# ---- accumulator_stream_flat ----
==> accumulator_stream_flat/clock_map.png <==
(2 px per um)
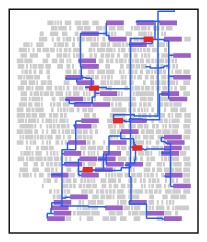
==> accumulator_stream_flat/port_nets.png <==
(4 px per um)
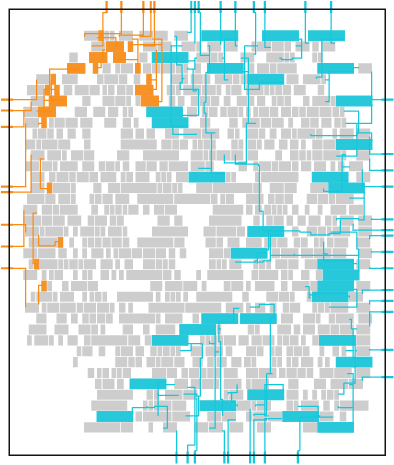
==> accumulator_stream_flat/final_placement.png <==
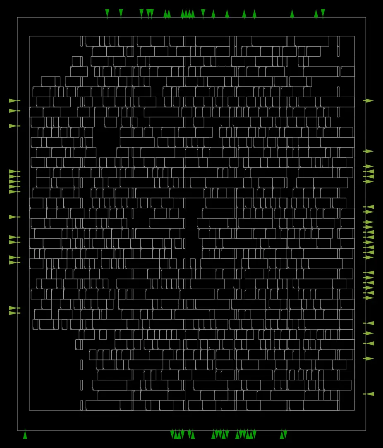
### config.mk
export PLATFORM = sky130hd
export DESIGN_NAME = accumulator_stream_flat
export DESIGN_NICKNAME = d
export VERILOG_FILES = /design/src/rtl/acc_pkg.sv /design/src/rtl/accumulator_stream_if.sv /design/src/rtl/acc_add_sat.sv /design/src/rtl/accumulator_stream.sv /design/src/flat_wrapper.sv
export SDC_FILE = /design/constraint.sdc
export NUM_CORES = 1
export LEC_CHECK = 0
export ABC_CLOCK_PERIOD_IN_PS = 8800
export CORE_ASPECT_RATIO = 1.2
export CORE_MARGIN = 3
export CORE_UTILIZATION = 57
export DETAILED_ROUTE_END_ITERATION = 12
export GPL_ROUTABILITY_DRIVEN = 0
export GPL_TIMING_DRIVEN = 0
export PLACE_DENSITY = 0.84
export SYNTH_ARGS = -nofsm -noshare
export SYNTH_HDL_FRONTEND = slang
export SYNTH_SLANG_ARGS = --single-unit
### constraint.sdc
create_clock -name clk -period 8.8 [get_ports clk]
set_clock_uncertainty 0.1 [all_clocks]
set_input_delay 2.64 -clock clk [delete_from_list [all_inputs] [get_ports clk]]
set_output_delay 2.64 -clock clk [all_outputs]
set_load 0.005 [all_outputs]
### src/rtl/acc_pkg.sv
// Shared types and helpers for the streaming vector accumulator.
package acc_pkg;

   typedef enum logic [1:0] {
      ACC_IDLE,
      ACC_ACCUM,
      ACC_HOLD
   } acc_state_e;

   // Highest set bit of the lane count; a lane count of zero behaves as one lane.
   function automatic logic [2:0] lanes_to_shift(input logic [4:0] lanes);
      if (lanes[4])      return 3'd4;
      else if (lanes[3]) return 3'd3;
      else if (lanes[2]) return 3'd2;
      else if (lanes[1]) return 3'd1;
      else               return 3'd0;
   endfunction

   // Clamp value in the low 'width' bits: unsigned all-ones, signed max or min.
   function automatic logic [63:0] sat_limit(input int unsigned width,
                                             input logic        is_signed,
                                             input logic        neg);
      logic [63:0] one;
      one = 64'd1;
      if (!is_signed) return (one << width) - one;
      else if (neg)   return one << (width - 1);
      else            return (one << (width - 1)) - one;
   endfunction

endpackage

### src/rtl/accumulator_stream_if.sv
// Config, input-beat and result handshake bundle for accumulator_stream.
interface accumulator_stream_if #(
   parameter int W_LEN = 13,
   parameter int W_IN  = 20,
   parameter int W_ACC = 32
);
   logic             cfg_start;
   logic [W_LEN-1:0] cfg_elems;
   logic [4:0]       cfg_lanes;
   logic             cfg_signed;
   logic             cfg_sat;
   logic             in_valid;
   logic             in_ready;
   logic [W_IN-1:0]  partial_sum;
   logic             out_valid;
   logic             out_ready;
   logic [W_ACC-1:0] final_sum;
   logic             overflow;
   logic             busy;

   modport master (
      output cfg_start, cfg_elems, cfg_lanes, cfg_signed, cfg_sat,
      output in_valid, partial_sum, out_ready,
      input  in_ready, out_valid, final_sum, overflow, busy
   );

   modport slave (
      input  cfg_start, cfg_elems, cfg_lanes, cfg_signed, cfg_sat,
      input  in_valid, partial_sum, out_ready,
      output in_ready, out_valid, final_sum, overflow, busy
   );
endinterface

### src/rtl/acc_add_sat.sv
// Combinational extend-add with overflow detection and optional saturation.
module acc_add_sat
   import acc_pkg::*;
#(
   parameter int W_IN  = 20,
   parameter int W_ACC = 32
) (
   input  logic [W_ACC-1:0] acc_i,
   input  logic [W_IN-1:0]  ps_i,
   input  logic             signed_i,
   input  logic             sat_i,
   output logic [W_ACC-1:0] sum_o,
   output logic             ovf_o
);

   logic [W_ACC:0] acc_x;
   logic [W_ACC:0] ps_x;
   logic [W_ACC:0] sum_x;

   // NOTE: one guard bit keeps the true result's carry (unsigned) or sign (signed).
   assign acc_x = signed_i ? {acc_i[W_ACC-1], acc_i} : {1'b0, acc_i};
   assign ps_x  = signed_i ? {{(W_ACC + 1 - W_IN){ps_i[W_IN-1]}}, ps_i}
                           : {{(W_ACC + 1 - W_IN){1'b0}}, ps_i};
   assign sum_x = acc_x + ps_x;

   assign ovf_o = signed_i ? (sum_x[W_ACC] ^ sum_x[W_ACC-1]) : sum_x[W_ACC];
   assign sum_o = (ovf_o && sat_i) ? W_ACC'(sat_limit(W_ACC, signed_i, sum_x[W_ACC]))
                                   : sum_x[W_ACC-1:0];

endmodule

### src/rtl/accumulator_stream.sv
// Vector accumulator: sums ceil(elems/lanes) beats, then holds the result until taken.
module accumulator_stream
   import acc_pkg::*;
#(
   parameter int MAX_ELEMS = 4096,
   parameter int W_IN      = 20,
   parameter int W_ACC     = 32,
   parameter int W_LEN     = $clog2(MAX_ELEMS + 1)
) (
   input  logic                 clk,
   input  logic                 rst_n,
   accumulator_stream_if.slave  bus
);

   localparam logic [W_LEN:0]   ROUND_ONE = 1;
   localparam logic [W_LEN-1:0] BEAT_ONE  = 1;

   acc_state_e       state_q;
   logic [W_LEN-1:0] beats_q;
   logic [W_LEN-1:0] beats_d;
   logic             signed_q;
   logic             sat_q;
   logic             ovf_q;
   logic [W_ACC-1:0] acc_q;
   logic [W_ACC-1:0] acc_d;
   logic             ovf_d;
   logic [2:0]       shift;
   logic [W_LEN:0]   round_up;
   logic             start_ok;

   assign shift    = lanes_to_shift(bus.cfg_lanes);
   assign round_up = {1'b0, bus.cfg_elems} + (ROUND_ONE << shift) - ROUND_ONE;
   assign beats_d  = W_LEN'(round_up >> shift);

   // A new vector opens from IDLE, or from HOLD in the same cycle the result is taken.
   assign start_ok = bus.cfg_start &&
                     ((state_q == ACC_IDLE) || ((state_q == ACC_HOLD) && bus.out_ready));

   acc_add_sat #(
      .W_IN  (W_IN),
      .W_ACC (W_ACC)
   ) u_add_sat (
      .acc_i    (acc_q),
      .ps_i     (bus.partial_sum),
      .signed_i (signed_q),
      .sat_i    (sat_q),
      .sum_o    (acc_d),
      .ovf_o    (ovf_d)
   );

   always_ff @(posedge clk or negedge rst_n) begin
      if (!rst_n) begin
         state_q  <= ACC_IDLE;
         beats_q  <= '0;
         signed_q <= 1'b0;
         sat_q    <= 1'b0;
         acc_q    <= '0;
         ovf_q    <= 1'b0;
      end else if (start_ok) begin
         signed_q <= bus.cfg_signed;
         sat_q    <= bus.cfg_sat;
         acc_q    <= '0;
         ovf_q    <= 1'b0;
         beats_q  <= beats_d;
         state_q  <= (beats_d == '0) ? ACC_HOLD : ACC_ACCUM;
      end else begin
         case (state_q)
            ACC_ACCUM: begin
               if (bus.in_valid) begin
                  acc_q   <= acc_d;
                  ovf_q   <= ovf_q | ovf_d;
                  beats_q <= beats_q - BEAT_ONE;
                  if (beats_q == BEAT_ONE) state_q <= ACC_HOLD;
               end
            end
            ACC_HOLD: begin
               if (bus.out_ready) state_q <= ACC_IDLE;
            end
            default: ;
         endcase
      end
   end

   assign bus.in_ready  = (state_q == ACC_ACCUM);
   assign bus.out_valid = (state_q == ACC_HOLD);
   assign bus.busy      = (state_q != ACC_IDLE);
   assign bus.final_sum = acc_q;
   assign bus.overflow  = ovf_q;

endmodule

### src/flat_wrapper.sv
// flat-port wrapper written by rule: the top's interface ports become plain ports
module accumulator_stream_flat import acc_pkg::*;
#(
   parameter int MAX_ELEMS = 4096,
   parameter int W_IN      = 20,
   parameter int W_ACC     = 32,
   parameter int W_LEN     = $clog2(MAX_ELEMS + 1)
)
  (clk, rst_n, bus_cfg_start, bus_cfg_elems, bus_cfg_lanes, bus_cfg_signed, bus_cfg_sat, bus_in_valid, bus_partial_sum, bus_out_ready, bus_in_ready, bus_out_valid, bus_final_sum, bus_overflow, bus_busy);
  accumulator_stream_if #(.W_LEN(W_LEN), .W_IN(W_IN), .W_ACC(W_ACC)) bus_i ();
  input  logic clk;
  input  logic rst_n;
  input wire logic [$bits(bus_i.cfg_start)-1:0] bus_cfg_start;
  input wire logic [$bits(bus_i.cfg_elems)-1:0] bus_cfg_elems;
  input wire logic [$bits(bus_i.cfg_lanes)-1:0] bus_cfg_lanes;
  input wire logic [$bits(bus_i.cfg_signed)-1:0] bus_cfg_signed;
  input wire logic [$bits(bus_i.cfg_sat)-1:0] bus_cfg_sat;
  input wire logic [$bits(bus_i.in_valid)-1:0] bus_in_valid;
  input wire logic [$bits(bus_i.partial_sum)-1:0] bus_partial_sum;
  input wire logic [$bits(bus_i.out_ready)-1:0] bus_out_ready;
  output wire logic [$bits(bus_i.in_ready)-1:0] bus_in_ready;
  output wire logic [$bits(bus_i.out_valid)-1:0] bus_out_valid;
  output wire logic [$bits(bus_i.final_sum)-1:0] bus_final_sum;
  output wire logic [$bits(bus_i.overflow)-1:0] bus_overflow;
  output wire logic [$bits(bus_i.busy)-1:0] bus_busy;
  assign bus_i.cfg_start = bus_cfg_start;
  assign bus_i.cfg_elems = bus_cfg_elems;
  assign bus_i.cfg_lanes = bus_cfg_lanes;
  assign bus_i.cfg_signed = bus_cfg_signed;
  assign bus_i.cfg_sat = bus_cfg_sat;
  assign bus_i.in_valid = bus_in_valid;
  assign bus_i.partial_sum = bus_partial_sum;
  assign bus_i.out_ready = bus_out_ready;
  assign bus_in_ready = bus_i.in_ready;
  assign bus_out_valid = bus_i.out_valid;
  assign bus_final_sum = bus_i.final_sum;
  assign bus_overflow = bus_i.overflow;
  assign bus_busy = bus_i.busy;
  accumulator_stream #(.MAX_ELEMS(MAX_ELEMS), .W_IN(W_IN), .W_ACC(W_ACC), .W_LEN(W_LEN)) u_core (.clk(clk), .rst_n(rst_n), .bus(bus_i));
endmodule
==> results.cfg <==
; synthesis and place-and-route metrics
[power_and_ir_drop]
p_seq_share_pct = 22.5
p_seq_w = 0.000452

[final_timing]
grt_setup_unrepaired = false
post-route-min-period_ns = 7.23

[critical_path]
crit_path_start_kind = primary input
crit-reg2reg-capture = u_core.bus.final_sum[27]$_DFFE_PN0P_
worstRegToRegCells = 13
criticalPathCategory = primary input to flip-flop

[clocking]
cts_tree = done
numCtsBuffers = 5

[logic_synthesis]
post_synth_num_cell_types = 68
synth_area_leader_cell = sky130_fd_sc_hd__dfrtp_1
synth.most_common_cell = sky130_fd_sc_hd__nand2_1

[floorplan]
boundaryPins = 81

[route]
met3WireLength_um = 682
finalWirelength_um = 14100

[final_layout]
final.clkbuf_count = 6
signal_buf_overhead_pct = 14.1
num-nonclk-inverters = 39

[outcome]
run_status = finished, final reports clean

[global_routing]
grtUsageMet1_pct = 32.0
Notes on accumulator_stream_flat/clock_map.png above:
- blue: clock wires (length 755 um)
- red: cells driving clock nets (count 5)
- purple: flip-flops (count 50)
- routed clock nets: 6

Notes on accumulator_stream_flat/port_nets.png above:
- cyan: bus_final_sum (direction output; end cells 32; buffers 32; wire 1040 um)
- orange: bus_cfg_elems (direction input; end cells 21; buffers 13; wire 295 um)

Notes on accumulator_stream_flat/final_placement.png above:
fraction of area in registers: 19.9%
Core ar.: 0.00880 sq mm

==> per-stage QoR <==
stage,cells,power (W),instance area (sq um)
after floorplan,666,0.00142,5250
after global placement,861,0.00178,6180
after detailed placement,862,0.00184,6190
after CTS,870,0.00200,6290
after global routing,870,0.00219,6290
final,870,0.00201,6290
==> flip-flops by register name, indices dropped and copies added (netlist names) <==
name	flops
u_core.state_q	2
u_core.sat_q	1
u_core.bus.final_sum	32
u_core.signed_q	1
u_core.beats_q	13
u_core.bus.overflow	1

# ---- sfx_arbiter_flat ----
==> sfx_arbiter_flat/final_placement.png <==
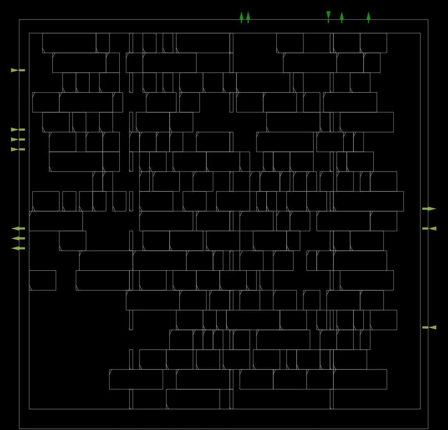
File: config.mk
export PLATFORM = sky130hd
export DESIGN_NAME = sfx_arbiter_flat
export DESIGN_NICKNAME = d
export VERILOG_FILES = /design/src/rtl/sfx_arbiter_pkg.sv /design/src/rtl/sfx_arbiter_if.sv /design/src/rtl/sfx_arbiter_prio_enc.sv /design/src/rtl/sfx_arbiter.sv /design/src/flat_wrapper.sv
export SDC_FILE = /design/constraint.sdc
export NUM_CORES = 1
export LEC_CHECK = 0
export CAP_MARGIN = 15
export CORE_MARGIN = 1
export CORE_UTILIZATION = 50
export CTS_CLUSTER_SIZE = 40
export DETAILED_ROUTE_END_ITERATION = 10
export PLACE_DENSITY = 0.72
export RECOVER_POWER = 25
export SYNTH_ARGS = -nofsm -noshare
export SYNTH_HDL_FRONTEND = slang
export SYNTH_SLANG_ARGS = --single-unit
File: constraint.sdc
create_clock -name clk -period 3 [get_ports clk]
set_clock_uncertainty 0.1 [all_clocks]
set_input_delay 0.6 -clock clk [delete_from_list [all_inputs] [get_ports clk]]
set_output_delay 0.6 -clock clk [all_outputs]
set_load 0.05 [all_outputs]
File: src/rtl/sfx_arbiter_pkg.sv
// Shared definitions for the sound-effect arbiter: FSM states, player select codes
// and the fixed abort wait.
package sfx_arbiter_pkg;

  typedef enum logic [1:0] {
    ST_IDLE  = 2'd0,
    ST_PLAY  = 2'd1,
    ST_ABORT = 2'd2,
    ST_GAP   = 2'd3
  } state_e;

  localparam logic [1:0] SFX_NONE     = 2'd0;
  localparam logic [1:0] SFX_LASER_LO = 2'd1;
  localparam logic [1:0] SFX_LASER_HI = 2'd2;
  localparam logic [1:0] SFX_DEATH    = 2'd3;

  localparam int ABORT_MAX_CYC = 4;
  localparam int ACYC_W        = $clog2(ABORT_MAX_CYC);

  function automatic int max3(input int a, input int b, input int c);
    int m;
    m = (a > b) ? a : b;
    return (m > c) ? m : c;
  endfunction

endpackage

File: src/rtl/sfx_arbiter_if.sv
// Handshake bundle between game-event requesters / SFX player and the arbiter.
interface sfx_arbiter_if #(
  parameter int NUM_REQ = 3,
  parameter int SEL_W   = 2
);
  logic               tick;
  logic [NUM_REQ-1:0] req;
  logic               player_done;
  logic [SEL_W-1:0]   sfx_sel;
  logic               sfx_abort;
  logic               busy;
  logic [NUM_REQ-1:0] ack;
  logic               timeout;

  modport master (
    output tick, req, player_done,
    input  sfx_sel, sfx_abort, busy, ack, timeout
  );

  modport slave (
    input  tick, req, player_done,
    output sfx_sel, sfx_abort, busy, ack, timeout
  );
endinterface

File: src/rtl/sfx_arbiter_prio_enc.sv
// Combinational priority encoder: index of the highest set bit plus a valid flag.
module sfx_arbiter_prio_enc
  import sfx_arbiter_pkg::*;
#(
  parameter int N     = 3,
  parameter int IDX_W = 2
) (
  input  logic [N-1:0]     vec,
  output logic [IDX_W-1:0] idx,
  output logic             vld
);

  always_comb begin
    idx = '0;
    vld = 1'b0;
    for (int i = 0; i < N; i++) begin
      if (vec[i]) begin
        idx = IDX_W'(i);
        vld = 1'b1;
      end
    end
  end

endmodule

File: src/rtl/sfx_arbiter.sv
// Arbitrates the single SFX player among NUM_REQ event requesters with optional
// preemption, a tick watchdog and an inter-effect silent gap.
module sfx_arbiter
  import sfx_arbiter_pkg::*;
#(
  parameter int NUM_REQ       = 3,
  parameter int SEL_W         = 2,
  parameter int PREEMPT       = 1,
  parameter int GAP_TICKS     = 2,
  parameter int TIMEOUT_TICKS = 500
) (
  input logic         clk,
  input logic         clr,
  sfx_arbiter_if.slave bus
);

  localparam int IDX_W   = (NUM_REQ > 1) ? $clog2(NUM_REQ) : 1;
  localparam int CNT_MAX = max3(TIMEOUT_TICKS, GAP_TICKS, 1);
  localparam int CNT_W   = $clog2(CNT_MAX + 1);

  state_e             state, state_n;
  logic [NUM_REQ-1:0] pending, pending_n;
  logic [IDX_W-1:0]   cur, cur_n;
  logic [CNT_W-1:0]   cnt, cnt_n;
  logic [ACYC_W-1:0]  acyc, acyc_n;
  logic [IDX_W-1:0]   hi_idx;
  logic               hi_vld;
  logic [NUM_REQ-1:0] grant_mask, active_mask;
  logic               do_ack, do_timeout;
  logic [SEL_W-1:0]   sel_d;
  logic               abort_d, busy_d;
  logic [NUM_REQ-1:0] ack_d;

  sfx_arbiter_prio_enc #(.N(NUM_REQ), .IDX_W(IDX_W)) u_enc (
    .vec (pending),
    .idx (hi_idx),
    .vld (hi_vld)
  );

  // Next state, pending set and shared tick/abort counters
  always_comb begin
    state_n     = state;
    cur_n       = cur;
    grant_mask  = '0;
    active_mask = '0;
    do_ack      = 1'b0;
    do_timeout  = 1'b0;
    case (state)
      ST_IDLE: begin
        if (hi_vld) begin
          state_n     = ST_PLAY;
          cur_n       = hi_idx;
          grant_mask  = NUM_REQ'(1) << hi_idx;
          active_mask = NUM_REQ'(1) << hi_idx;
        end
      end
      ST_PLAY: begin
        active_mask = NUM_REQ'(1) << cur;
        if (bus.player_done) begin
          state_n = ST_GAP;
          do_ack  = 1'b1;
        end else if (PREEMPT != 0 && hi_vld && hi_idx > cur) begin
          state_n = ST_ABORT;
        end else if (TIMEOUT_TICKS != 0 && cnt == CNT_W'(TIMEOUT_TICKS)) begin
          state_n    = ST_ABORT;
          do_timeout = 1'b1;
        end
      end
      ST_ABORT: begin
        active_mask = NUM_REQ'(1) << cur;
        if (bus.player_done || acyc == ACYC_W'(ABORT_MAX_CYC - 1))
          state_n = ST_GAP;
      end
      ST_GAP: begin
        if (cnt == CNT_W'(GAP_TICKS))
          state_n = ST_IDLE;
      end
      default: state_n = ST_IDLE;
    endcase

    pending_n = (pending & ~grant_mask) | (bus.req & ~active_mask);

    // Counters restart on every state change; tick count saturates when idle-running
    if (state_n != state) begin
      cnt_n  = '0;
      acyc_n = '0;
    end else begin
      cnt_n  = (bus.tick && cnt != CNT_W'(CNT_MAX)) ? cnt + 1'b1 : cnt;
      acyc_n = (state == ST_ABORT) ? acyc + 1'b1 : acyc;
    end
  end

  // Output values derived from the upcoming state so the registered outputs track it
  always_comb begin
    sel_d   = SEL_W'(SFX_NONE);
    abort_d = (state_n == ST_ABORT);
    busy_d  = (state_n != ST_IDLE);
    ack_d   = '0;
    if (state_n == ST_PLAY || state_n == ST_ABORT)
      sel_d = SEL_W'(cur_n) + SEL_W'(1);
    if (do_ack)
      ack_d = NUM_REQ'(1) << cur;
  end

  // State and output registers
  always_ff @(posedge clk) begin
    if (clr) begin
      state         <= ST_IDLE;
      pending       <= '0;
      cur           <= '0;
      cnt           <= '0;
      acyc          <= '0;
      bus.sfx_sel   <= '0;
      bus.sfx_abort <= 1'b0;
      bus.busy      <= 1'b0;
      bus.ack       <= '0;
      bus.timeout   <= 1'b0;
    end else begin
      state         <= state_n;
      pending       <= pending_n;
      cur           <= cur_n;
      cnt           <= cnt_n;
      acyc          <= acyc_n;
      bus.sfx_sel   <= sel_d;
      bus.sfx_abort <= abort_d;
      bus.busy      <= busy_d;
      bus.ack       <= ack_d;
      bus.timeout   <= do_timeout;
    end
  end

endmodule

File: src/flat_wrapper.sv
// flat-port wrapper written by rule: the top's interface ports become plain ports
module sfx_arbiter_flat import sfx_arbiter_pkg::*;
#(
  parameter int NUM_REQ       = 3,
  parameter int SEL_W         = 2,
  parameter int PREEMPT       = 1,
  parameter int GAP_TICKS     = 2,
  parameter int TIMEOUT_TICKS = 500
)
  (clk, clr, bus_tick, bus_req, bus_player_done, bus_sfx_sel, bus_sfx_abort, bus_busy, bus_ack, bus_timeout);
  sfx_arbiter_if #(.NUM_REQ(NUM_REQ), .SEL_W(SEL_W)) bus_i ();
  input logic clk;
  input logic clr;
  input wire logic [$bits(bus_i.tick)-1:0] bus_tick;
  input wire logic [$bits(bus_i.req)-1:0] bus_req;
  input wire logic [$bits(bus_i.player_done)-1:0] bus_player_done;
  output wire logic [$bits(bus_i.sfx_sel)-1:0] bus_sfx_sel;
  output wire logic [$bits(bus_i.sfx_abort)-1:0] bus_sfx_abort;
  output wire logic [$bits(bus_i.busy)-1:0] bus_busy;
  output wire logic [$bits(bus_i.ack)-1:0] bus_ack;
  output wire logic [$bits(bus_i.timeout)-1:0] bus_timeout;
  assign bus_i.tick = bus_tick;
  assign bus_i.req = bus_req;
  assign bus_i.player_done = bus_player_done;
  assign bus_sfx_sel = bus_i.sfx_sel;
  assign bus_sfx_abort = bus_i.sfx_abort;
  assign bus_busy = bus_i.busy;
  assign bus_ack = bus_i.ack;
  assign bus_timeout = bus_i.timeout;
  sfx_arbiter #(.NUM_REQ(NUM_REQ), .SEL_W(SEL_W), .PREEMPT(PREEMPT), .GAP_TICKS(GAP_TICKS), .TIMEOUT_TICKS(TIMEOUT_TICKS)) u_core (.clk(clk), .clr(clr), .bus(bus_i));
endmodule
==> results.cfg <==
; synthesis and place-and-route metrics
[route]
route.detailed.wl_per_inst_um = 14.4
route.detailed.vias_per_inst = 5.86
detailedRoute.firstPassIterationCount = 5
dr.first_iter.drc_count = 36
antenna_violating_nets_left = 0

[critical_path]
timing.critical_path.fanout_max = 3
critPathMaxStageDelay_ns = 0.44

[power_and_ir_drop]
post-layout-total-power_w = 0.00121
pwr-share-clk_pct = 12.1
top_power_group = combinational cells

[final_layout]
top_register = u_core.cnt
final_layout_size_suffix_gt1_share_pct = 14.7
final_common_cell = sky130_fd_sc_hd__dfxtp_1

[clocking]
worst_skew_pair.late_latency_ns = 0.32
cts_tree = done
clock_path_buffers = 2
numCtsBuffers = 3

[place]
placed_cells_incl_taps = 198

[global_routing]
grt_antenna_before_repair = 0

[logic_synthesis]
synthesis.nets = 177
synthArstFlopShare_pct = 0
mux_area_share_pct = 1.36
ys_dominant_reg_cell = sky130_fd_sc_hd__dfxtp_1
yosysSeqAreaShare_pct = 35.3
post_synth_num_cell_types = 42

[final_timing]
fin_worst_hold_slack_ns = 0.409
final_setup_violation_count = 0
finalHoldViolations = 0

[outcome]
run_status = finished, final reports clean
About sfx_arbiter_flat/final_placement.png:
Layout fillers: 255
Final Non-Filler Cells: 201
number of cell rows: 19
Core ar.: 0.00278 sq mm
tapcell count: 31

worst register-to-register path, delay by kind of cell, from the launching register on:
family          cells  cell delay [ns]
compound gates      2             0.46
fa+ha+maj           2             0.46
flops               1             0.35
simple gates        3             0.88
buf+inv             2             0.17
area by class of cell:
type	count	share of cell area (%)
Inverter	8	1.82
Sequential cell	26	31.5
Timing Repair Buffer	17	9.85
Clock buffer	3	1.36
Tap cell	31	2.35
Multi-Input combinational cell	116	53.1

# ---- fetch_seq ----
==> fetch_seq/registers.png <==
(3 px per um) Other sequential cells in the stronger gray, the rest of the logic in the fainter gray.
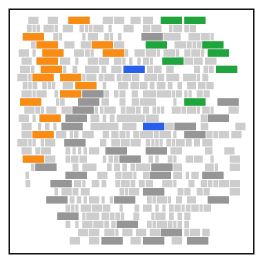
==> fetch_seq/cell_classes.png <==
(3 px per um)
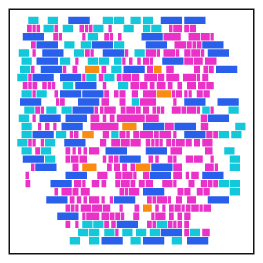
**src/rtl/fetch_pkg.sv**
```systemverilog
// Shared types and default widths for the fetch sequencer and its helpers.
package fetch_pkg;

    typedef enum logic [1:0] {
        IDLE = 2'd0,
        REQ  = 2'd1,
        WAIT = 2'd2,
        ERR  = 2'd3
    } state_t;

    localparam int W_DEF  = 16;
    localparam int AW_DEF = 8;
    localparam int TO_DEF = 15;

endpackage

```
**src/rtl/pc_cnt.sv**
```systemverilog
// Program counter register: synchronous reset, clock enable, parallel load
// (jump) with priority over increment, and modulo-2^AW wrap on increment.
module pc_cnt #(
    parameter int AW = 8
) (
    input  logic          clk_i,
    input  logic          rst_i,
    input  logic          en_i,
    input  logic          ld_i,
    input  logic [AW-1:0] ld_val_i,
    input  logic          inc_i,
    output logic [AW-1:0] q_o
);

    logic [AW-1:0] pc_q;
    logic [AW-1:0] pc_d;

    always_comb begin
        pc_d = pc_q;
        if (ld_i) begin
            pc_d = ld_val_i;
        end else if (inc_i) begin
            pc_d = pc_q + AW'(1);
        end
    end

    always_ff @(posedge clk_i) begin
        if (rst_i) begin
            pc_q <= '0;
        end else if (en_i) begin
            pc_q <= pc_d;
        end
    end

    assign q_o = pc_q;

endmodule

```
**src/rtl/fetch_seq.sv**
```systemverilog
// Fetch sequencer: issues single-beat reads at the PC, forwards the response
// word with a one-cycle load strobe, and handles jumps, halt and timeout.
module fetch_seq
    import fetch_pkg::*;
#(
    parameter int W  = W_DEF,
    parameter int AW = AW_DEF,
    parameter int TO = TO_DEF
) (
    input  logic          clk50m,
    input  logic          rst,
    input  logic          en,
    input  logic          start,
    input  logic          halt,
    input  logic          jmp,
    input  logic [AW-1:0] jmp_addr,
    input  logic          clr_err,
    output logic [AW-1:0] mem_addr,
    output logic          mem_rd,
    input  logic [W-1:0]  mem_rdata,
    input  logic          mem_valid,
    output logic [W-1:0]  d,
    output logic          load,
    output logic [AW-1:0] pc,
    output logic          busy,
    output logic          err
);

    state_t        state_q;
    logic [7:0]    cnt_q;
    logic [AW-1:0] mem_addr_q;
    logic          mem_rd_q;
    logic [W-1:0]  d_q;
    logic          load_q;
    logic          busy_q;
    logic          err_q;
    logic          jmp_pend_q;
    logic [AW-1:0] jmp_addr_pend_q;
    logic          halt_pend_q;

    logic          accept;
    logic          pc_ld;
    logic          pc_inc;
    logic [AW-1:0] pc_ld_val;
    logic [AW-1:0] next_pc;

    assign accept    = (state_q == WAIT) && mem_valid;
    assign pc_ld     = ((state_q == IDLE) && jmp) || (accept && jmp_pend_q);
    assign pc_ld_val = (state_q == IDLE) ? jmp_addr : jmp_addr_pend_q;
    assign pc_inc    = accept && !jmp_pend_q;
    assign next_pc   = jmp_pend_q ? jmp_addr_pend_q : pc + AW'(1);

    pc_cnt #(.AW(AW)) u_pc (
        .clk_i    (clk50m),
        .rst_i    (rst),
        .en_i     (en),
        .ld_i     (pc_ld),
        .ld_val_i (pc_ld_val),
        .inc_i    (pc_inc),
        .q_o      (pc)
    );

    always_ff @(posedge clk50m) begin
        if (rst) begin
            state_q         <= IDLE;
            cnt_q           <= '0;
            mem_addr_q      <= '0;
            mem_rd_q        <= 1'b0;
            d_q             <= '0;
            load_q          <= 1'b0;
            busy_q          <= 1'b0;
            err_q           <= 1'b0;
            jmp_pend_q      <= 1'b0;
            jmp_addr_pend_q <= '0;
            halt_pend_q     <= 1'b0;
        end else if (!en) begin
            load_q <= 1'b0;
        end else begin
            load_q   <= 1'b0;
            mem_rd_q <= 1'b0;
            case (state_q)
                IDLE: begin
                    if (start && !jmp) begin
                        mem_addr_q <= pc;
                        mem_rd_q   <= 1'b1;
                        busy_q     <= 1'b1;
                        state_q    <= REQ;
                    end
                end
                REQ: begin
                    cnt_q   <= '0;
                    state_q <= WAIT;
                end
                WAIT: begin
                    if (mem_valid) begin
                        d_q        <= mem_rdata;
                        load_q     <= 1'b1;
                        jmp_pend_q <= 1'b0;
                        if (halt_pend_q || halt) begin
                            halt_pend_q <= 1'b0;
                            busy_q      <= 1'b0;
                            state_q     <= IDLE;
                        end else begin
                            mem_addr_q <= next_pc;
                            mem_rd_q   <= 1'b1;
                            state_q    <= REQ;
                        end
                    end else if (cnt_q == 8'(TO - 1)) begin
                        err_q   <= 1'b1;
                        busy_q  <= 1'b0;
                        state_q <= ERR;
                    end else begin
                        cnt_q <= cnt_q + 8'd1;
                    end
                end
                ERR: begin
                    if (clr_err) begin
                        err_q   <= 1'b0;
                        state_q <= IDLE;
                    end
                end
                default: state_q <= IDLE;
            endcase
            // A jump arriving with the response is kept for the following update.
            if ((state_q == REQ || state_q == WAIT) && jmp) begin
                jmp_pend_q      <= 1'b1;
                jmp_addr_pend_q <= jmp_addr;
            end
            if ((state_q == REQ || (state_q == WAIT && !mem_valid)) && halt) begin
                halt_pend_q <= 1'b1;
            end
        end
    end

    assign mem_addr = mem_addr_q;
    assign mem_rd   = mem_rd_q;
    assign d        = d_q;
    assign load     = load_q;
    assign busy     = busy_q;
    assign err      = err_q;

endmodule

```
**config.mk**
```make
export PLATFORM = sky130hd
export DESIGN_NAME = fetch_seq
export DESIGN_NICKNAME = d
export VERILOG_FILES = /design/src/rtl/fetch_pkg.sv /design/src/rtl/pc_cnt.sv /design/src/rtl/fetch_seq.sv
export SDC_FILE = /design/constraint.sdc
export NUM_CORES = 1
export LEC_CHECK = 0
export CAP_MARGIN = 15
export CORE_MARGIN = 2
export CORE_UTILIZATION = 50
export DETAILED_ROUTE_END_ITERATION = 10
export HOLD_SLACK_MARGIN = 0.08
export MAX_ROUTING_LAYER = met4
export PLACE_DENSITY = 0.8
export SYNTH_ARGS = -nofsm -noshare
export SYNTH_HDL_FRONTEND = slang
export SYNTH_SLANG_ARGS = --single-unit
export TNS_END_PERCENT = 30
```
**constraint.sdc**
```tcl
create_clock -name clk50m -period 3.7 [get_ports clk50m]
set_input_delay 0.37 -clock clk50m [delete_from_list [all_inputs] [get_ports clk50m]]
set_output_delay 0.37 -clock clk50m [all_outputs]
set_load 0.01 [all_outputs]
```
==> results.cfg <==
; synthesis and place-and-route metrics
[outcome]
run_status = finished, final reports clean

[final_timing]
setup-tns-final_ns = 0
post-route-min-period_ns = 2.67
worst_clock_skew_ns = 0.00504

[critical_path]
timing.critical_path.fanout_max = 17
setup.reg_to_reg.worst_slack_ns = 1.03

[final_layout]
final_layout_size_suffix_gt1_share_pct = 5.26
sequential_cell_area_sq_mm = 0.00112
layout.non_clock_buffers = 72

[power_and_ir_drop]
power.net_switching_w = 0.000341
power.clock.total_w = 0.000360

[clocking]
cts-htree-levels = 2

[job]
timing.max_cap.violations = 0

[route]
route.detailed.wl_per_inst_um = 14.6

[floorplan]
die_area_sq_mm = 0.00656

[logic_synthesis]
synthArstFlopShare_pct = 0
Notes on fetch_seq/registers.png above:
- green: cnt_q (sequential cells 8; where north-east)
- orange: d (sequential cells 16)
- blue: state_q (sequential cells 2)

Notes on fetch_seq/cell_classes.png above:
- orange: clock drivers and dummy loads (cells 8)
- cyan: other buffers and delay cells (cells 72)
- blue: flip-flops (cells 56)
- magenta: all other logic (cells 282)
share of the core filled with cells: 64.1%
number of cell rows: 28

worst min-delay path, delay by kind of cell (launching register included):
family             cells  cell delay, ns
AOI/OAI and AO/OA      1            0.05
DFF                    1            0.32
and+or+nand+nor        1            0.05
state kept, by name (all words and copies together), names as in the netlist, 2 cells and up:
signal / flops
cnt_q: 8
d: 16
jmp_addr_pend_q: 8
mem_addr: 8
state_q: 2
u_pc.q_o: 8
per-layer routing:
metal  wire, um  vias up  track usage [%]
met3        444       10             5.44
met2       3530       89             38.6
li1           -     1400                -
met1       3160     1298             26.8
met4         89        0             6.61
met5          0        -                -

# ---- fabric_ff_gsr_ctrl ----
--- src/rtl/fabric_ctrl_pkg.sv ---
// fabric_ctrl_pkg: shared states, opcodes and counter width for the fabric GSR controller
package fabric_ctrl_pkg;

  localparam int CNT_W = 8;

  typedef enum logic [2:0] {
    CFG,
    RST,
    SET,
    SETTLE,
    RUN,
    FROZEN
  } state_e;

  localparam logic [1:0] OP_RST = 2'b00;
  localparam logic [1:0] OP_SET = 2'b01;
  localparam logic [1:0] OP_FRZ = 2'b10;
  localparam logic [1:0] OP_UNF = 2'b11;

endpackage

--- src/rtl/gsr_pulse_timer.sv ---
// gsr_pulse_timer: loadable down-counter that stops at zero and flags it
module gsr_pulse_timer
  import fabric_ctrl_pkg::*;
(
  input  logic             clk,
  input  logic             reset,
  input  logic             load,
  input  logic [CNT_W-1:0] load_val,
  output logic [CNT_W-1:0] value,
  output logic             zero
);

  logic [CNT_W-1:0] r_cnt;

  always_ff @(posedge clk or posedge reset) begin
    if (reset)
      r_cnt <= '0;
    else if (load)
      r_cnt <= load_val;
    else if (r_cnt != '0)
      r_cnt <= r_cnt - 1'b1;
  end

  assign value = r_cnt;
  assign zero  = (r_cnt == '0);

endmodule

--- src/rtl/fabric_ff_gsr_ctrl.sv ---
// fabric_ff_gsr_ctrl: sequences global set/reset pulses and clock gating for the fabric DFFSRQ array
module fabric_ff_gsr_ctrl
  import fabric_ctrl_pkg::*;
#(
  parameter int PULSE_CYCLES  = 4,
  parameter int SETTLE_CYCLES = 2
) (
  input  logic       clk,
  input  logic       reset,
  input  logic       cfg_done,
  input  logic       req_valid,
  input  logic [1:0] req_op,
  output logic       req_ready,
  output logic       ff_reset,
  output logic       ff_set,
  output logic       ff_clk_en,
  output logic       busy,
  output logic       done
);

  state_e           r_state;
  state_e           w_next;
  logic             r_ff_reset;
  logic             r_ff_set;
  logic             r_clk_en;
  logic             r_ready;
  logic             r_busy;
  logic             r_done;
  logic             w_accept;
  logic             w_load;
  logic             w_zero;
  logic [CNT_W-1:0] w_load_val;
  logic [CNT_W-1:0] w_cnt_unused;

  assign w_accept = req_valid && r_ready;

  always_comb begin
    w_next = r_state;
    case (r_state)
      CFG:         w_next = RST;
      RST, SET:    w_next = w_zero ? SETTLE : r_state;
      SETTLE:      w_next = w_zero ? RUN : SETTLE;
      RUN, FROZEN: w_next = !w_accept           ? r_state :
                            (req_op == OP_RST)  ? RST :
                            (req_op == OP_SET)  ? SET :
                            (req_op == OP_FRZ)  ? FROZEN : RUN;
      default:     w_next = CFG;
    endcase
    if (!cfg_done)
      w_next = CFG;
  end

  // Counter reloads on every state change so each pulse/settle phase is timed from its own entry
  assign w_load     = (w_next != r_state);
  assign w_load_val = (w_next == RST || w_next == SET) ? CNT_W'(PULSE_CYCLES - 1) :
                      (w_next == SETTLE)               ? CNT_W'(SETTLE_CYCLES - 1) : '0;

  gsr_pulse_timer u_timer (
    .clk      (clk),
    .reset    (reset),
    .load     (w_load),
    .load_val (w_load_val),
    .value    (w_cnt_unused),
    .zero     (w_zero)
  );

  // Outputs are decoded from the next state so they line up with the state register
  always_ff @(posedge clk or posedge reset) begin
    if (reset) begin
      r_state    <= CFG;
      r_ff_reset <= 1'b1;
      r_ff_set   <= 1'b0;
      r_clk_en   <= 1'b0;
      r_ready    <= 1'b0;
      r_busy     <= 1'b1;
      r_done     <= 1'b0;
    end else begin
      r_state    <= w_next;
      r_ff_reset <= (w_next == CFG) || (w_next == RST);
      r_ff_set   <= (w_next == SET);
      r_clk_en   <= (w_next == RUN);
      r_ready    <= (w_next == RUN) || (w_next == FROZEN);
      r_busy     <= !((w_next == RUN) || (w_next == FROZEN));
      r_done     <= (r_state == SETTLE) && (w_next == RUN);
    end
  end

  assign ff_reset  = r_ff_reset;
  assign ff_set    = r_ff_set;
  assign ff_clk_en = r_clk_en;
  assign req_ready = r_ready;
  assign busy      = r_busy;
  assign done      = r_done;

endmodule

--- config.mk ---
export PLATFORM = sky130hd
export DESIGN_NAME = fabric_ff_gsr_ctrl
export DESIGN_NICKNAME = d
export VERILOG_FILES = /design/src/rtl/fabric_ctrl_pkg.sv /design/src/rtl/gsr_pulse_timer.sv /design/src/rtl/fabric_ff_gsr_ctrl.sv
export SDC_FILE = /design/constraint.sdc
export NUM_CORES = 1
export LEC_CHECK = 0
export ABC_AREA = 1
export CAP_MARGIN = 5
export CORE_UTILIZATION = 45
export CTS_CLUSTER_SIZE = 40
export DETAILED_ROUTE_END_ITERATION = 10
export HOLD_SLACK_MARGIN = 0.02
export PLACE_DENSITY = 0.78
export SETUP_SLACK_MARGIN = 0.5
export SLEW_MARGIN = 40
export SYNTH_ARGS = -nofsm -noshare
export SYNTH_HDL_FRONTEND = slang
export SYNTH_SLANG_ARGS = --single-unit
--- constraint.sdc ---
create_clock -name clk -period 2.4 [get_ports clk]
set_clock_uncertainty 0.15 [all_clocks]
set_input_delay 0.72 -clock clk [delete_from_list [all_inputs] [get_ports clk]]
set_output_delay 0.72 -clock clk [all_outputs]
set_load 0.1 [all_outputs]
==> fabric_ff_gsr_ctrl/registers.png <==
(6 px per um) Other sequential cells in the stronger gray, the rest of the logic in the fainter gray.
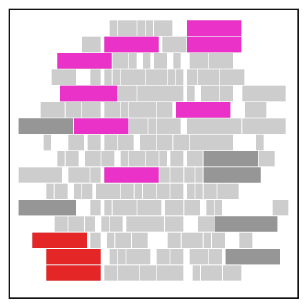
- red: r_state (sequential cells 3)
- magenta: u_timer.value (sequential cells 8)
- not colored: 6
share of the core filled with cells: 72.1%
reported sequential group power: 0.000432 W
fraction of area in registers: 30.6%
register cell area after layout: 433 sq um

==> results.cfg <==
; synthesis and place-and-route metrics
[clocking]
clock_path_buffers = 2

[logic_synthesis]
yosys.stat.chipArea_sq_um = 948
mux_area_share_pct = 0
synth_top_area_share_pct = 39.6
yosysSeqAreaShare_pct = 45.1

[floorplan]
fp.dieH_um = 47.9

[final_timing]
grt_setup_unrepaired = true
tightest_slew_ns = 0.447
post-route-min-period_ns = 2.02

[place]
pre_cts_ws_ns = -0.143
sum_of_net_half_perimeters_after_detailed_placement_um = 1480

[critical_path]
critical_path_cell_count = 13
crit_start = req_valid
setup.reg_to_reg.worst_slack_ns = 0.40
worst-path-buf-inv = 2

[power_and_ir_drop]
comb_power_share_pct = 64.0
power.net_switching_w = 0.000781

[final_layout]
num-nonclk-inverters = 14
fin_nets = 152
layout.non_clock_buffers = 28

[route]
route.detailed.vias_per_inst = 5.02

[outcome]
run_status = finished, final reports clean

[global_routing]
grt_antenna_before_repair = 0
via_count_of_the_first_global_routing_pass = 785
==> through the flow <==
step	area, sq um	total power [W]
2_1_floorplan	952	0.000992
3_3_place_gp	1160	0.00114
3_5_place_dp	1160	0.00118
4_1_cts	1290	0.00148
5_1_grt	1410	0.00175
6_report	1410	0.00164
==> metal layers <==
metal | track usage, % | wire length [um]
met1 | 27.4 | 990
met2 | 40.3 | 1300
met3 | 2.64 | 75
met4 | 11.1 | 48
met5 | 0 | 0

# ---- decoder_scan_ctrl_flat ----
==> decoder_scan_ctrl_flat/port_nets.png <==
(4 px per um)
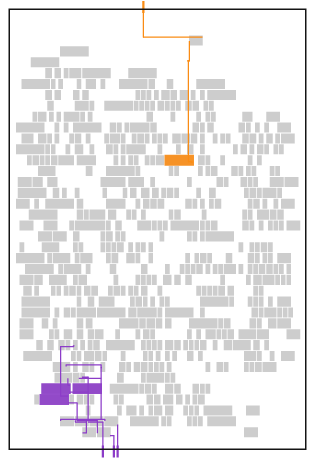
### config.mk
export PLATFORM = sky130hd
export DESIGN_NAME = decoder_scan_ctrl_flat
export DESIGN_NICKNAME = d
export VERILOG_FILES = /design/src/rtl/decoder_scan_pkg.sv /design/src/rtl/decoder_scan_ctrl_if.sv /design/src/rtl/scan_chan_pick.sv /design/src/rtl/decoder_scan_ctrl.sv /design/src/flat_wrapper.sv
export SDC_FILE = /design/constraint.sdc
export NUM_CORES = 1
export LEC_CHECK = 0
export ABC_AREA = 1
export CAP_MARGIN = 10
export CORE_ASPECT_RATIO = 1.5
export CORE_UTILIZATION = 40
export DETAILED_ROUTE_END_ITERATION = 16
export PLACE_DENSITY = 0.67
export SYNTH_ARGS = -nofsm -noshare
export SYNTH_HDL_FRONTEND = slang
export SYNTH_SLANG_ARGS = --single-unit
### constraint.sdc
create_clock -name clk_i -period 5.81 [get_ports clk_i]
set_clock_uncertainty 0.15 [all_clocks]
set_input_delay 0.8715 -clock clk_i [delete_from_list [all_inputs] [get_ports clk_i]]
set_output_delay 0.8715 -clock clk_i [all_outputs]
set_load 0.02 [all_outputs]
### src/rtl/decoder_scan_pkg.sv
// Shared types and constants for the 74138 scan sequencer.
//   state_e      : sequencer states (IDLE, BLANK, DWELL)
//   ENABLES_ON   : {G1,/G2A,/G2B} value that enables the decoder
//   ENABLES_OFF  : {G1,/G2A,/G2B} value that blanks every decoder output
package decoder_scan_pkg;

  localparam int unsigned NUM_CHAN = 8;
  localparam int unsigned CHAN_W   = 3;

  localparam logic [2:0] ENABLES_ON  = 3'b100;
  localparam logic [2:0] ENABLES_OFF = 3'b011;

  typedef enum logic [1:0] {
    IDLE  = 2'd0,
    BLANK = 2'd1,
    DWELL = 2'd2
  } state_e;

endpackage

### src/rtl/decoder_scan_ctrl_if.sv
// Control/status bundle between a scan requester and decoder_scan_ctrl.
// Optional macro: DECODER_SCAN_MASK_EN adds mask_i (1 = skip channel).
//   slave  : the sequencer (inputs start/stop/single/dwell[/mask], outputs selects, enables, status)
//   master : the requester (mirror of slave)
interface decoder_scan_ctrl_if #(
  parameter int unsigned DWELL_W = 16
);
  logic               start_i;
  logic               stop_i;
  logic               single_i;
  logic [DWELL_W-1:0] dwell_i;
`ifdef DECODER_SCAN_MASK_EN
  logic [7:0]         mask_i;
`endif
  logic               select_a_o;
  logic               select_b_o;
  logic               select_c_o;
  logic               g1_en_o;
  logic               g2a_en_n_o;
  logic               g2b_en_n_o;
  logic [2:0]         chan_o;
  logic               step_o;
  logic               frame_done_o;
  logic               busy_o;

  modport slave (
`ifdef DECODER_SCAN_MASK_EN
    input  mask_i,
`endif
    input  start_i, stop_i, single_i, dwell_i,
    output select_a_o, select_b_o, select_c_o,
    output g1_en_o, g2a_en_n_o, g2b_en_n_o,
    output chan_o, step_o, frame_done_o, busy_o
  );

  modport master (
`ifdef DECODER_SCAN_MASK_EN
    output mask_i,
`endif
    output start_i, stop_i, single_i, dwell_i,
    input  select_a_o, select_b_o, select_c_o,
    input  g1_en_o, g2a_en_n_o, g2b_en_n_o,
    input  chan_o, step_o, frame_done_o, busy_o
  );

endinterface

### src/rtl/scan_chan_pick.sv
// Cyclic search for the next unmasked channel, plus the highest unmasked
// channel (the frame-final one). Purely combinational.
//   mask_i       : 1 = channel skipped
//   cur_i        : current channel
//   incl_cur_i   : 1 = search starts at cur_i itself, 0 = at cur_i+1
//   next_chan_c  : first unmasked channel found going upward with wrap
//   next_ok_c    : at least one channel unmasked
//   final_chan_c : highest unmasked channel
module scan_chan_pick
  import decoder_scan_pkg::*;
(
  input  logic [7:0]        mask_i,
  input  logic [CHAN_W-1:0] cur_i,
  input  logic              incl_cur_i,
  output logic [CHAN_W-1:0] next_chan_c,
  output logic              next_ok_c,
  output logic [CHAN_W-1:0] final_chan_c
);

  logic [CHAN_W-1:0] start_idx;
  logic [CHAN_W-1:0] idx;

  // Walk offsets high-to-low so the nearest unmasked channel wins.
  always_comb begin
    next_chan_c = '0;
    next_ok_c   = 1'b0;
    idx         = '0;
    start_idx   = incl_cur_i ? cur_i : CHAN_W'(cur_i + CHAN_W'(1));
    for (int k = NUM_CHAN - 1; k >= 0; k--) begin
      idx = CHAN_W'(start_idx + CHAN_W'(k));
      if (!mask_i[idx]) begin
        next_chan_c = idx;
        next_ok_c   = 1'b1;
      end
    end
  end

  // Highest unmasked index; meaningless when next_ok_c is 0.
  always_comb begin
    final_chan_c = '0;
    for (int i = 0; i < NUM_CHAN; i++) begin
      if (!mask_i[i]) final_chan_c = CHAN_W'(i);
    end
  end

endmodule

### src/rtl/decoder_scan_ctrl.sv
// Break-before-make scan sequencer driving a 74138's C/B/A selects and
// G1,/G2A,/G2B enables so that exactly one decoder output is low at a time.
// Optional macro: DECODER_SCAN_MASK_EN (per-channel skip mask via bus.mask_i).
//   clk_i, rst_i : clock, synchronous active-high reset
//   bus          : decoder_scan_ctrl_if.slave (start/stop/single/dwell in,
//                  selects, enables, chan, step, frame_done, busy out)
module decoder_scan_ctrl
  import decoder_scan_pkg::*;
#(
  parameter int unsigned DWELL_W      = 16,
  parameter int unsigned BLANK_CYCLES = 2
) (
  input logic                 clk_i,
  input logic                 rst_i,
  decoder_scan_ctrl_if.slave  bus
);

  localparam int unsigned BLANK_W  = 8;
  localparam logic [BLANK_W-1:0] BLANK_M1 = BLANK_W'(BLANK_CYCLES - 1);

  state_e              state_q, state_d;
  logic [CHAN_W-1:0]   chan_q, chan_d;
  logic                single_q, single_d;
  logic [BLANK_W-1:0]  blank_cnt_q, blank_cnt_d;
  logic [DWELL_W-1:0]  dwell_cnt_q, dwell_cnt_d;
  logic [2:0]          en_q, en_d;
  logic                step_q, step_d;
  logic                frame_done_q, frame_done_d;
  logic                busy_q, busy_d;

  logic [CHAN_W-1:0]   pick_chan;
  logic                pick_ok;
  logic [CHAN_W-1:0]   final_chan;

`ifdef DECODER_SCAN_MASK_EN
  // In IDLE chan_q is 0, so an inclusive search yields the first channel.
  scan_chan_pick u_pick (
    .mask_i       (bus.mask_i),
    .cur_i        (chan_q),
    .incl_cur_i   (state_q == IDLE),
    .next_chan_c  (pick_chan),
    .next_ok_c    (pick_ok),
    .final_chan_c (final_chan)
  );
`else
  assign pick_chan  = (state_q == IDLE) ? '0 : CHAN_W'(chan_q + CHAN_W'(1));
  assign pick_ok    = 1'b1;
  assign final_chan = CHAN_W'(NUM_CHAN - 1);
`endif

  // Next state plus next values of every registered output.
  always_comb begin
    state_d     = state_q;
    chan_d      = chan_q;
    single_d    = single_q;
    blank_cnt_d = blank_cnt_q;
    dwell_cnt_d = dwell_cnt_q;

    case (state_q)
      IDLE: begin
        if (bus.start_i && !bus.stop_i && pick_ok) begin
          state_d     = BLANK;
          chan_d      = pick_chan;
          single_d    = bus.single_i;
          blank_cnt_d = BLANK_M1;
        end
      end
      BLANK: begin
        if (bus.stop_i) begin
          state_d = IDLE;
          chan_d  = '0;
        end else if (blank_cnt_q == '0) begin
          state_d     = DWELL;
          // Zero dwell behaves as one cycle.
          dwell_cnt_d = (bus.dwell_i == '0) ? '0 : DWELL_W'(bus.dwell_i - 1'b1);
        end else begin
          blank_cnt_d = BLANK_W'(blank_cnt_q - 1'b1);
        end
      end
      DWELL: begin
        if (bus.stop_i) begin
          state_d = IDLE;
          chan_d  = '0;
        end else if (dwell_cnt_q == '0) begin
          if (!pick_ok || (single_q && chan_q == final_chan)) begin
            state_d = IDLE;
            chan_d  = '0;
          end else begin
            state_d     = BLANK;
            chan_d      = pick_chan;
            blank_cnt_d = BLANK_M1;
          end
        end else begin
          dwell_cnt_d = DWELL_W'(dwell_cnt_q - 1'b1);
        end
      end
      default: begin
        state_d = IDLE;
        chan_d  = '0;
      end
    endcase

    en_d         = (state_d == DWELL) ? ENABLES_ON : ENABLES_OFF;
    step_d       = (state_q == BLANK) && (state_d == DWELL);
    busy_d       = (state_d != IDLE);
    frame_done_d = (state_d == DWELL) && (dwell_cnt_d == '0) &&
                   pick_ok && (chan_d == final_chan);
  end

  always_ff @(posedge clk_i) begin
    if (rst_i) begin
      state_q      <= IDLE;
      chan_q       <= '0;
      single_q     <= 1'b0;
      blank_cnt_q  <= '0;
      dwell_cnt_q  <= '0;
      en_q         <= ENABLES_OFF;
      step_q       <= 1'b0;
      frame_done_q <= 1'b0;
      busy_q       <= 1'b0;
    end else begin
      state_q      <= state_d;
      chan_q       <= chan_d;
      single_q     <= single_d;
      blank_cnt_q  <= blank_cnt_d;
      dwell_cnt_q  <= dwell_cnt_d;
      en_q         <= en_d;
      step_q       <= step_d;
      frame_done_q <= frame_done_d;
      busy_q       <= busy_d;
    end
  end

  assign bus.select_a_o   = chan_q[0];
  assign bus.select_b_o   = chan_q[1];
  assign bus.select_c_o   = chan_q[2];
  assign bus.g1_en_o      = en_q[2];
  assign bus.g2a_en_n_o   = en_q[1];
  assign bus.g2b_en_n_o   = en_q[0];
  assign bus.chan_o       = chan_q;
  assign bus.step_o       = step_q;
  assign bus.frame_done_o = frame_done_q;
  assign bus.busy_o       = busy_q;

endmodule
### src/flat_wrapper.sv
// flat-port wrapper written by rule: the top's interface ports become plain ports
module decoder_scan_ctrl_flat import decoder_scan_pkg::*;
#(
  parameter int unsigned DWELL_W      = 16,
  parameter int unsigned BLANK_CYCLES = 2
)
  (clk_i, rst_i, bus_start_i, bus_stop_i, bus_single_i, bus_dwell_i, bus_select_a_o, bus_select_b_o, bus_select_c_o, bus_g1_en_o, bus_g2a_en_n_o, bus_g2b_en_n_o, bus_chan_o, bus_step_o, bus_frame_done_o, bus_busy_o);
  decoder_scan_ctrl_if #(.DWELL_W(DWELL_W)) bus_i ();
  input logic clk_i;
  input logic rst_i;
  input wire logic [$bits(bus_i.start_i)-1:0] bus_start_i;
  input wire logic [$bits(bus_i.stop_i)-1:0] bus_stop_i;
  input wire logic [$bits(bus_i.single_i)-1:0] bus_single_i;
  input wire logic [$bits(bus_i.dwell_i)-1:0] bus_dwell_i;
  output wire logic [$bits(bus_i.select_a_o)-1:0] bus_select_a_o;
  output wire logic [$bits(bus_i.select_b_o)-1:0] bus_select_b_o;
  output wire logic [$bits(bus_i.select_c_o)-1:0] bus_select_c_o;
  output wire logic [$bits(bus_i.g1_en_o)-1:0] bus_g1_en_o;
  output wire logic [$bits(bus_i.g2a_en_n_o)-1:0] bus_g2a_en_n_o;
  output wire logic [$bits(bus_i.g2b_en_n_o)-1:0] bus_g2b_en_n_o;
  output wire logic [$bits(bus_i.chan_o)-1:0] bus_chan_o;
  output wire logic [$bits(bus_i.step_o)-1:0] bus_step_o;
  output wire logic [$bits(bus_i.frame_done_o)-1:0] bus_frame_done_o;
  output wire logic [$bits(bus_i.busy_o)-1:0] bus_busy_o;
  assign bus_i.start_i = bus_start_i;
  assign bus_i.stop_i = bus_stop_i;
  assign bus_i.single_i = bus_single_i;
  assign bus_i.dwell_i = bus_dwell_i;
  assign bus_select_a_o = bus_i.select_a_o;
  assign bus_select_b_o = bus_i.select_b_o;
  assign bus_select_c_o = bus_i.select_c_o;
  assign bus_g1_en_o = bus_i.g1_en_o;
  assign bus_g2a_en_n_o = bus_i.g2a_en_n_o;
  assign bus_g2b_en_n_o = bus_i.g2b_en_n_o;
  assign bus_chan_o = bus_i.chan_o;
  assign bus_step_o = bus_i.step_o;
  assign bus_frame_done_o = bus_i.frame_done_o;
  assign bus_busy_o = bus_i.busy_o;
  decoder_scan_ctrl #(.DWELL_W(DWELL_W), .BLANK_CYCLES(BLANK_CYCLES)) u_core (.clk_i(clk_i), .rst_i(rst_i), .bus(bus_i));
endmodule
==> results.cfg <==
; synthesis and place-and-route metrics
[outcome]
run_status = finished, final reports clean

[global_routing]
globalRouteMet2Util_pct = 44.0

[critical_path]
critical_path.most_common_cell = sky130_fd_sc_hd__nand2_1
timing.critical_path.fanout_max = 25
endpoint_kind_of_the_worst_setup_timing_path = flip-flop
worstSetupEndpoint = u_core.bus.frame_done_o$_SDFF_PP0_
worst-path-buf-inv = 3
setup.reg_to_reg.worst_slack_ns = 2.91

[route]
route.top_layer_used = met4

[place]
sum_of_net_half_perimeters_after_detailed_placement_um = 6830
gp_congestion = 0.930

[final_timing]
timing.slew.headroom_pct = 45.4
tightest_slew_ns = 0.819
timing.fmax_mhz = 302
finalClockPeriodUsage_pct = 57.0

[final_layout]
signal_buf_overhead_pct = 9.22
finish.cell_count_without_fillers = 663
clockNetworkAreaShare_pct = 2.81
final.clkbuf_count = 8
multi_input_combinational_cell_count = 423

[logic_synthesis]
yosys.stat.chipArea_sq_mm = 0.00309
ys_dominant_reg_cell = sky130_fd_sc_hd__dfxtp_1
synth_top_area_share_pct = 22.7

[hold_path]
hold_path_end = u_core.single_q$_SDFFE_PP0P_
hold_start = u_core.single_q$_SDFFE_PP0P_

[power_and_ir_drop]
comb_power_share_pct = 47.6
pwr-share-clk_pct = 21.5

[clocking]
tritoncts_num_sinks = 35
cts_tree = done
clockRootBuffer = sky130_fd_sc_hd__clkbuf_8
About decoder_scan_ctrl_flat/port_nets.png:
- orange: bus_frame_done_o (direction output; end cells 1; buffers 1; wire 52.9 um)
- purple: bus_chan_o (direction output; end cells 3; buffers 3; wire 119 um)
number of top-level pins: 33
count of input and output buffers: 32

-- cell families after synthesis --
kind of cell             Yosys count  share of synthesized area [%]
AND-OR/OR-AND                     43                           8.59
XOR/XNOR                           6                           1.70
adder cells (fa/ha/maj)           10                           4.05
buffers and inverters             81                           10.6
flip-flops                        35                           22.7
AND/OR/NAND/NOR                  364                           52.4
-- state kept, by name (all words and copies together) (netlist names) --
register                 cells
u_core.bus.chan_o            3
u_core.bus.step_o            1
u_core.single_q              1
u_core.bus.frame_done_o      1
u_core.en_q                  2
u_core.dwell_cnt_q          16
u_core.state_q               2
u_core.bus.busy_o            1
u_core.blank_cnt_q           8


==> notes/layouts.md <==
Pictures saved along the way, in no particular order.

Nets reached from selected ports.
shot_01.png
(6 px per um)
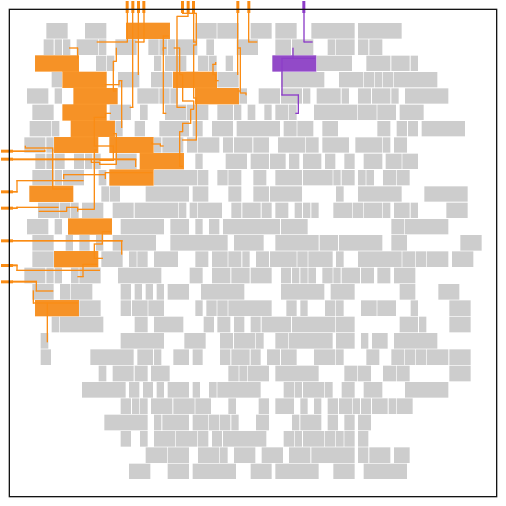
shot_02.png
(10 px per um)
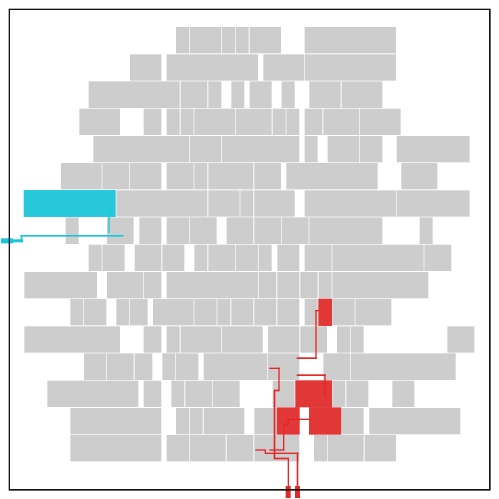
shot_03.png
(8 px per um)
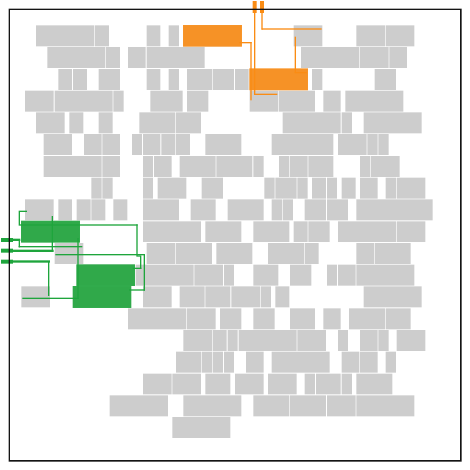
The one with the smallest die is shot_02.png.
shot_01.png comes from fetch_seq.
shot_03.png comes from sfx_arbiter_flat.
shot_02.png comes from fabric_ff_gsr_ctrl.

No activity file was given, so power comes from the tool's default toggle rates.
